=== prf_eval_ctrl ===
==> prf_eval_ctrl/final_placement.png <==
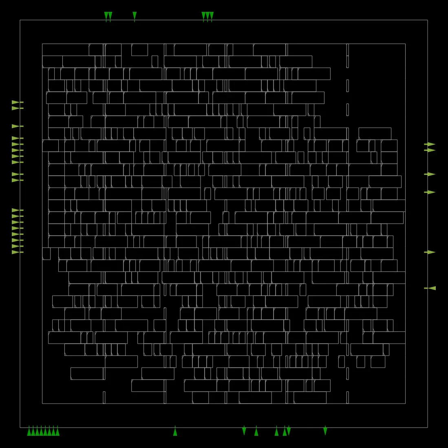
==> prf_eval_ctrl/gate_families.png <==
Scale: 4 px per um.
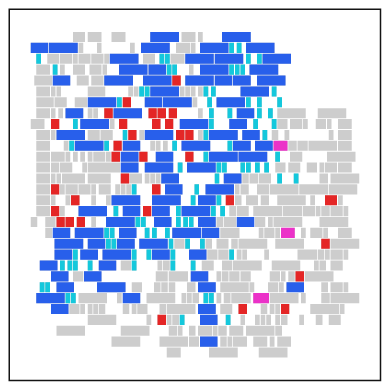
### config.mk
export PLATFORM = sky130hd
export DESIGN_NAME = prf_eval_ctrl
export DESIGN_NICKNAME = d
export VERILOG_FILES = /design/src/rtl/prf_pkg.sv /design/src/rtl/prf_eval_ctrl_rounding.sv /design/src/rtl/prf_eval_ctrl.sv
export SDC_FILE = /design/constraint.sdc
export NUM_CORES = 1
export LEC_CHECK = 0
export ABC_CLOCK_PERIOD_IN_PS = 7000
export CORE_MARGIN = 5
export CORE_UTILIZATION = 58
export DETAILED_ROUTE_END_ITERATION = 8
export GPL_TIMING_DRIVEN = 0
export HOLD_SLACK_MARGIN = 0.03
export PLACE_DENSITY = 0.78
export SYNTH_ARGS = -nofsm -noshare
export SYNTH_HDL_FRONTEND = slang
export SYNTH_SLANG_ARGS = --single-unit
### constraint.sdc
create_clock -name clk -period 7 [get_ports clk]
set_input_delay 1.75 -clock clk [delete_from_list [all_inputs] [get_ports clk]]
set_output_delay 1.75 -clock clk [all_outputs]
set_load 0.02 [all_outputs]
### src/rtl/prf_pkg.sv
// prf_pkg: shared types and helper constants for the LWR-PRF evaluation
// controller. The constants below describe the default build
// (N=2048, P=32); modules derive their own values from their parameters
// through prf_log2() so that other sizes stay consistent.
package prf_pkg;

  // Evaluation phases of the controller
  typedef enum logic [1:0] {
    PRF_IDLE  = 2'd0,
    PRF_ACCUM = 2'd1,
    PRF_ROUND = 2'd2,
    PRF_OUT   = 2'd3
  } prf_eval_state_t;

  localparam int PRF_N_DEFAULT = 2048;
  localparam int PRF_P_DEFAULT = 32;

  localparam int LOG2_N = $clog2(PRF_N_DEFAULT);
  localparam int LOG2_P = $clog2(PRF_P_DEFAULT);
  localparam int SHIFT  = LOG2_N - LOG2_P;

  // Base-2 logarithm of a power-of-two size parameter
  function automatic int prf_log2(input int value);
    return $clog2(value);
  endfunction

endpackage

### src/rtl/prf_eval_ctrl_rounding.sv
// prf_rounding: LWR rounding of an inner-product accumulator.
// The window above the top log2(N)+1 bits of the accumulator is reduced
// mod 2N; when the mod-2N msb is set the LOG2_P-bit slice below it is
// negated mod P, otherwise it passes through unchanged.
module prf_rounding
  import prf_pkg::*;
#(
  parameter int N         = 2048,
  parameter int P         = 32,
  parameter int ACC_WIDTH = 32
) (
  input  logic [ACC_WIDTH-1:0]     i_acc,
  output logic [$clog2(P)-1:0]     o_prf
);

  localparam int C_LOG2_N = prf_log2(N);
  localparam int C_LOG2_P = prf_log2(P);

  logic                w_msb;
  logic [C_LOG2_P-1:0] w_r;
  logic                w_unused_bits;

  assign w_msb = i_acc[C_LOG2_N];
  assign w_r   = i_acc[C_LOG2_N-1 -: C_LOG2_P];

  // Bits outside the rounding window carry no information for the output
  assign w_unused_bits = ^i_acc;

  // Negate the slice mod P when the msb of acc mod 2N is set
  always_comb begin
    o_prf = w_r;
    if (w_msb) begin
      o_prf = {C_LOG2_P{1'b0}} - w_r;
    end else begin
      o_prf = w_r;
    end
  end

endmodule

### src/rtl/prf_eval_ctrl.sv
// prf_eval_ctrl: sequencer for one LWR-PRF evaluation.
// Streams N (in_a, in_s) pairs, accumulates their inner product modulo
// 2^ACC_WIDTH, rounds the result through prf_rounding in a single cycle
// and holds it on a valid/ready output port.
// Optional feature: define PRF_ABORT_EN to add the `abort` input, which
// returns a busy controller to IDLE and discards all partial state.
module prf_eval_ctrl
  import prf_pkg::*;
#(
  parameter int N          = 2048,
  parameter int P          = 32,
  parameter int ACC_WIDTH  = 32,
  parameter int ELEM_WIDTH = 16
) (
  input  logic                  clk,
  input  logic                  rst,
  input  logic                  start,
  input  logic                  in_valid,
  output logic                  in_ready,
  input  logic [ELEM_WIDTH-1:0] in_a,
  input  logic [ELEM_WIDTH-1:0] in_s,
  output logic                  out_valid,
  input  logic                  out_ready,
  output logic [$clog2(P)-1:0]  prf_out,
  output logic                  busy
`ifdef PRF_ABORT_EN
  ,
  input  logic                  abort
`endif
);

  localparam int C_LOG2_N = prf_log2(N);
  localparam int C_LOG2_P = prf_log2(P);

  prf_eval_state_t         r_state;
  logic [ACC_WIDTH-1:0]    r_acc;
  logic [C_LOG2_N-1:0]     r_cnt;
  logic                    r_in_ready;
  logic                    r_out_valid;
  logic                    r_busy;
  logic [C_LOG2_P-1:0]     r_prf;

  logic [2*ELEM_WIDTH-1:0] w_prod;
  logic [ACC_WIDTH-1:0]    w_acc_next;
  logic                    w_last_beat;
  logic                    w_abort;
  logic [C_LOG2_P-1:0]     w_round;

`ifdef PRF_ABORT_EN
  assign w_abort = abort;
`else
  assign w_abort = 1'b0;
`endif

  // Product is truncated (or zero-extended) to the accumulator width: wrap, no saturation
  assign w_prod      = in_a * in_s;
  assign w_acc_next  = r_acc + ACC_WIDTH'(w_prod);
  assign w_last_beat = (r_cnt == {C_LOG2_N{1'b1}});

  prf_rounding #(
    .N        (N),
    .P        (P),
    .ACC_WIDTH(ACC_WIDTH)
  ) u_rounding (
    .i_acc(r_acc),
    .o_prf(w_round)
  );

  // Controller state, accumulator and registered handshake outputs
  always_ff @(posedge clk) begin
    if (rst) begin
      r_state     <= PRF_IDLE;
      r_acc       <= {ACC_WIDTH{1'b0}};
      r_cnt       <= {C_LOG2_N{1'b0}};
      r_in_ready  <= 1'b0;
      r_out_valid <= 1'b0;
      r_busy      <= 1'b0;
      r_prf       <= {C_LOG2_P{1'b0}};
    end else if (w_abort && (r_state != PRF_IDLE)) begin
      // Abort wins over any beat or output handshake in the same cycle
      r_state     <= PRF_IDLE;
      r_acc       <= {ACC_WIDTH{1'b0}};
      r_cnt       <= {C_LOG2_N{1'b0}};
      r_in_ready  <= 1'b0;
      r_out_valid <= 1'b0;
      r_busy      <= 1'b0;
      r_prf       <= {C_LOG2_P{1'b0}};
    end else begin
      case (r_state)
        PRF_IDLE: begin
          if (start) begin
            r_state    <= PRF_ACCUM;
            r_acc      <= {ACC_WIDTH{1'b0}};
            r_cnt      <= {C_LOG2_N{1'b0}};
            r_in_ready <= 1'b1;
            r_busy     <= 1'b1;
          end
        end
        PRF_ACCUM: begin
          if (in_valid) begin
            r_acc <= w_acc_next;
            r_cnt <= r_cnt + C_LOG2_N'(1);
            if (w_last_beat) begin
              r_state    <= PRF_ROUND;
              r_in_ready <= 1'b0;
            end
          end
        end
        PRF_ROUND: begin
          r_prf       <= w_round;
          r_out_valid <= 1'b1;
          r_state     <= PRF_OUT;
        end
        PRF_OUT: begin
          // start in the handshake cycle is not looked at: IDLE gets at least one cycle
          if (out_ready) begin
            r_out_valid <= 1'b0;
            r_busy      <= 1'b0;
            r_state     <= PRF_IDLE;
          end
        end
        default: begin
          r_state     <= PRF_IDLE;
          r_in_ready  <= 1'b0;
          r_out_valid <= 1'b0;
          r_busy      <= 1'b0;
        end
      endcase
    end
  end

  assign in_ready  = r_in_ready;
  assign out_valid = r_out_valid;
  assign busy      = r_busy;
  assign prf_out   = r_prf;

endmodule
==> out/metrics.cfg <==
[power_and_ir_drop]
power_leader = combinational logic
p_comb_mw = 1.16
p_switching_mw = 0.733
clk-power_mw = 0.141
p_int_mw = 0.825

[cts]
cts.sinks = 33
cts_root_buffer = clkbuf_8

[synthesis]
synth_top_area_share_pct = 23.9
mux_share_pct = 0.794
syn_inst = 465
netlist_area_sq_um = 3940
synth_cell_types = 39
async_flop_share_pct = 0
edf_count = 0
common_cells = 93 x inv_1, 63 x nand2_1, 47 x fa_1, 47 x ha_1
synthTopLogicFamily = adder cells
aoi_share_pct = 7.02

[die]
io_pins = 45
die_h_um = 92.4
initCoreUtil_pct = 58.7
core_area_sq_um = 6720

[place]
gp_congestion = 0.866
port-buffer-count = 32

[hold_path]
min_to = r_acc[5]

[drt]
route.vias.total = 3036

[setup_path]
worst-r2r-cell-count = 15
crit_chain = clkdlybuf4s50_1 -> nand2_1 -> fa_1 -> fa_1 -> fa_1 -> inv_1 -> ha_1 -> inv_1 -> fa_1 -> fa_1 -> xnor2_1 -> xnor2_1 -> xnor2_1 -> xnor3_1 -> xnor2_2 -> xnor2_1 -> o22ai_1
timing.rr.end = r_acc[11]
crit_top_cell = fa_1
rrSetupSlack_ns = 2.92
critPathTopFamily = adder cells
worst-path-max-fanout = 5

[outcome]
status = finished, final reports clean

[finish]
final_area_sq_um = 4460
mostFrequentLayoutCells = 93 x inv_1, 63 x nand2_1, 47 x fa_1, 47 x ha_1
drive_above_1_share_pct = 3.37
comb_area_sq_um = 2880

[grt]
antenna_found_initial = 0

## Picture notes: prf_eval_ctrl/final_placement.png
sequential cell area share: 14.8%
num tapcells: 80
final core utilization: 66.4%
flop count: 33
FP Rows: 30

## Picture notes: prf_eval_ctrl/gate_families.png
- cyan: inverters (cells 93)
- red: AND and OR gates (cells 33)
- magenta: multiplexers (cells 3)
- blue: adder and majority cells (cells 94)
combinational share of cell area: 64.6%
most instantiated logic cell after routing: inv_1

logic make-up after synthesis:
kind of cell / after synthesis
muxes: 3
AOI/OAI and AO/OA: 43
xor gates and xnor gates: 41
buffers and inverters: 107
and+or+nand+nor: 144
DFF: 33
adders and majority gates: 94
routing by layer:
layer	up-vias	wire length [um]	GRT usage, %
met1	1452	3690	27.9
met5	-	0	0
met2	70	3870	33.5
met4	0	57	3.59
met3	8	363	2.19
li1	1506	-	-
sequential cells by signal (all words and copies together) (netlist names):
register,count
r_cnt,11
busy,1
prf_out,5
r_state,2
in_ready,1
out_valid,1
r_acc,12

=== pll_reset_seq ===
**config.mk**
```make
export PLATFORM = sky130hd
export DESIGN_NAME = pll_reset_seq
export DESIGN_NICKNAME = d
export VERILOG_FILES = /design/src/rtl/pll_reset_seq.sv
export SDC_FILE = /design/constraint.sdc
export NUM_CORES = 1
export LEC_CHECK = 0
export CAP_MARGIN = 20
export CORE_AREA = 2 2 88 90
export CTS_CLUSTER_SIZE = 20
export DETAILED_ROUTE_END_ITERATION = 16
export DIE_AREA = 0 0 90 92
export HOLD_SLACK_MARGIN = 0.15
export PLACE_DENSITY = 0.59
export SLEW_MARGIN = 20
export SYNTH_ARGS = -nofsm -noshare
export SYNTH_HDL_FRONTEND = slang
export SYNTH_SLANG_ARGS = --single-unit
```
**constraint.sdc**
```tcl
create_clock -name clk -period 2.9 [get_ports clk]
set_input_delay 0.29 -clock clk [delete_from_list [all_inputs] [get_ports clk]]
set_output_delay 0.29 -clock clk [all_outputs]
set_load 0.01 [all_outputs]
```
**src/rtl/pll_reset_seq.sv**
```systemverilog
// ============================================================================
// pll_reset_seq : CC_PLL start-up / recovery sequencer on the reference clock.
//   Optional lock-loss counter compiled in with PLL_SEQ_LOSS_CNT_EN.
// Revision: 1.0  initial release
// ============================================================================
`default_nettype none

module pll_reset_seq #(
    parameter int unsigned LOCK_TIMEOUT    = 1000000,
    parameter int unsigned SETTLE_CYCLES   = 10000,
    parameter int unsigned STDY_RST_CYCLES = 4,
    parameter int unsigned MAX_RETRIES     = 3,
    parameter int unsigned CNT_W           = 24,
    parameter int unsigned BLINK_BIT       = 21
) (
    input  logic       clk,
    input  logic       rst,
    input  logic       pll_lock,
    input  logic       pll_lock_stdy,
    output logic       stdy_rst,
    output logic       sys_rst_n,
    output logic       ready,
    output logic       fault,
    output logic [7:0] lost_cnt,
    output logic       led
);

    localparam int unsigned RTY_W = $clog2(MAX_RETRIES + 1);

    localparam logic [2:0] S_HOLD   = 3'd0;
    localparam logic [2:0] S_WAIT   = 3'd1;
    localparam logic [2:0] S_SETTLE = 3'd2;
    localparam logic [2:0] S_RUN    = 3'd3;
    localparam logic [2:0] S_FAULT  = 3'd4;

    localparam logic [CNT_W-1:0] HOLD_LAST   = CNT_W'(STDY_RST_CYCLES - 1);
    localparam logic [CNT_W-1:0] TO_LAST     = CNT_W'(LOCK_TIMEOUT - 1);
    localparam logic [CNT_W-1:0] SETTLE_LAST = CNT_W'(SETTLE_CYCLES - 1);
    localparam logic [RTY_W-1:0] RTY_MAX     = RTY_W'(MAX_RETRIES);

    logic             lock_meta, lock_s;
    logic             stdy_meta, stdy_s;
    logic [2:0]       state, state_nx;
    logic [CNT_W-1:0] timer, timer_nx;
    logic [RTY_W-1:0] retries, retries_nx, retries_inc;
    logic [BLINK_BIT:0] blink;

    // Both PLL status lines are asynchronous to clk.
    always_ff @(posedge clk or negedge rst) begin
        if (!rst) begin
            lock_meta <= 1'b0;
            lock_s    <= 1'b0;
            stdy_meta <= 1'b0;
            stdy_s    <= 1'b0;
        end else begin
            lock_meta <= pll_lock;
            lock_s    <= lock_meta;
            stdy_meta <= pll_lock_stdy;
            stdy_s    <= stdy_meta;
        end
    end

    assign retries_inc = retries + 1'b1;

    always_comb begin
        state_nx   = state;
        timer_nx   = timer + 1'b1;
        retries_nx = retries;
        case (state)
            S_HOLD: begin
                if (timer == HOLD_LAST) begin
                    state_nx = S_WAIT;
                    timer_nx = '0;
                end
            end
            S_WAIT: begin
                // Lock takes priority over a coincident timeout.
                if (lock_s) begin
                    state_nx = S_SETTLE;
                    timer_nx = '0;
                end else if (timer == TO_LAST) begin
                    retries_nx = retries_inc;
                    timer_nx   = '0;
                    state_nx   = (retries_inc == RTY_MAX) ? S_FAULT : S_HOLD;
                end
            end
            S_SETTLE: begin
                if (!lock_s) begin
                    state_nx = S_WAIT;
                    timer_nx = '0;
                end else if (timer == SETTLE_LAST) begin
                    timer_nx = timer;
                    if (stdy_s) begin
                        state_nx   = S_RUN;
                        timer_nx   = '0;
                        retries_nx = '0;
                    end
                end
            end
            S_RUN: begin
                timer_nx = '0;
                if (!stdy_s || !lock_s) begin
                    state_nx = S_HOLD;
                end
            end
            S_FAULT: begin
                timer_nx = '0;
            end
            default: begin
                state_nx = S_HOLD;
                timer_nx = '0;
            end
        endcase
    end

    always_ff @(posedge clk or negedge rst) begin
        if (!rst) begin
            state   <= S_HOLD;
            timer   <= '0;
            retries <= '0;
            blink   <= '0;
        end else begin
            state   <= state_nx;
            timer   <= timer_nx;
            retries <= retries_nx;
            blink   <= blink + 1'b1;
        end
    end

    // Outputs are decoded from the current state and registered, so they lag it by one cycle.
    always_ff @(posedge clk or negedge rst) begin
        if (!rst) begin
            stdy_rst  <= 1'b1;
            sys_rst_n <= 1'b0;
            ready     <= 1'b0;
            fault     <= 1'b0;
            led       <= 1'b0;
        end else begin
            stdy_rst  <= (state == S_HOLD);
            sys_rst_n <= (state == S_RUN);
            ready     <= (state == S_RUN);
            fault     <= (state == S_FAULT);
            led       <= (state == S_RUN) | ((state == S_FAULT) & blink[BLINK_BIT]);
        end
    end

`ifdef PLL_SEQ_LOSS_CNT_EN
    logic       lost_inc;
    logic [7:0] lost_q;

    assign lost_inc = (state == S_RUN) && (state_nx == S_HOLD);

    always_ff @(posedge clk or negedge rst) begin
        if (!rst) begin
            lost_q <= 8'd0;
        end else if (lost_inc && (lost_q != 8'hFF)) begin
            lost_q <= lost_q + 8'd1;
        end
    end

    assign lost_cnt = lost_q;
`else
    assign lost_cnt = 8'd0;
`endif

endmodule

`default_nettype wire
```
==> out/metrics.cfg <==
[outcome]
status = finished, final reports clean

[setup_path]
cp_num_cells = 6
max_stage_delay_ns = 0.58
timing.rr.end = timer[16]
arrival_ns = 2.42
r2r_start = timer[0]

[finish]
final-nonclk-buf-share_pct = 2.90
final_nets = 294

[place]
place_hpwl_um = 3380

[power_and_ir_drop]
pwr-share-seq_pct = 47.7
irDropWorstVdd_mv = 0.411
p_switching_mw = 0.566
seq-power_mw = 0.935
p_comb_share_pct = 17.8

[synthesis]
edf_count = 0

[die]
core_area_sq_um = 7450

stage by stage:
step	total power, mW	instance area [sq um]	setup slack, ns	hold slack, ns	cells
3_3_place_gp	1.30	3000	0.742	0.332	377
6_report	1.96	3190	0.686	0.350	393
3_5_place_dp	1.30	3000	0.693	0.339	377
4_1_cts	1.99	3190	0.677	0.352	393
2_1_floorplan	1.24	2910	0.926	-0.00559	283
5_1_grt	2.07	3190	0.524	0.370	393
worst reg2reg max path, stage by stage (launching register included):
cell and delay [ns]:
dfrtp_1 0.37, ha_1 0.27, nand3_2 0.13, or4_1 0.58, o21ai_2 0.21, and4_4 0.43
nor3_1 0.10
==> pll_reset_seq/zoom.png <==
Region (30, 31) to (60, 61) um. Cells in grey, sequential cells in the stronger grey; small squares are vias.
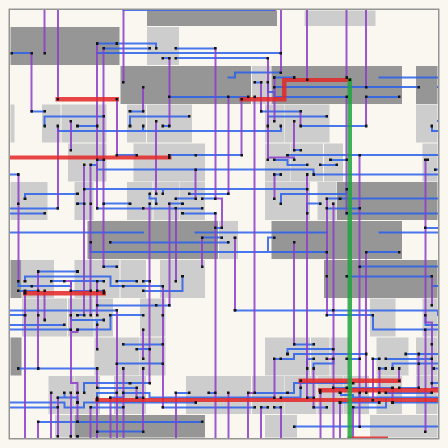
- blue: met1
- green: met4
- purple: met2
- red: met3
- sequential cells in the window: 8
- cells with their middle in the window: 59
- most frequent: nor2_1 (10), dfrtp_1 (8), nor3_1 (7)
- netlist names of flops here include: timer (8)

==> pll_reset_seq/final_placement.png <==
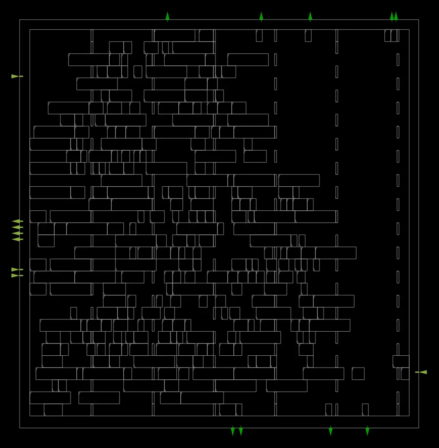
sequential cell area share: 46.3%
num tapcells: 102
final core utilization: 42.9%
fill count: 725



==> notes/layouts.md <==
Pictures saved along the way, in no particular order.

Metal layers overlaid.
Scale: 4 px per um. Two of the layers only.
image #1
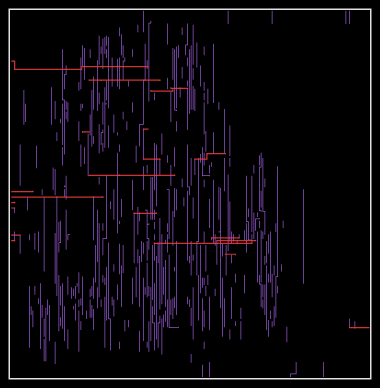
image #2
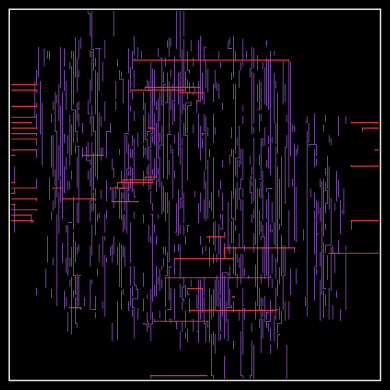
- pll_reset_seq = image #1
- prf_eval_ctrl = image #2
- most wire: image #2

Key to image #2:
- purple: met2 (wire length 3870 um)
- red: met3 (wire length 363 um)

No activity file was given, so power comes from the tool's default toggle rates.
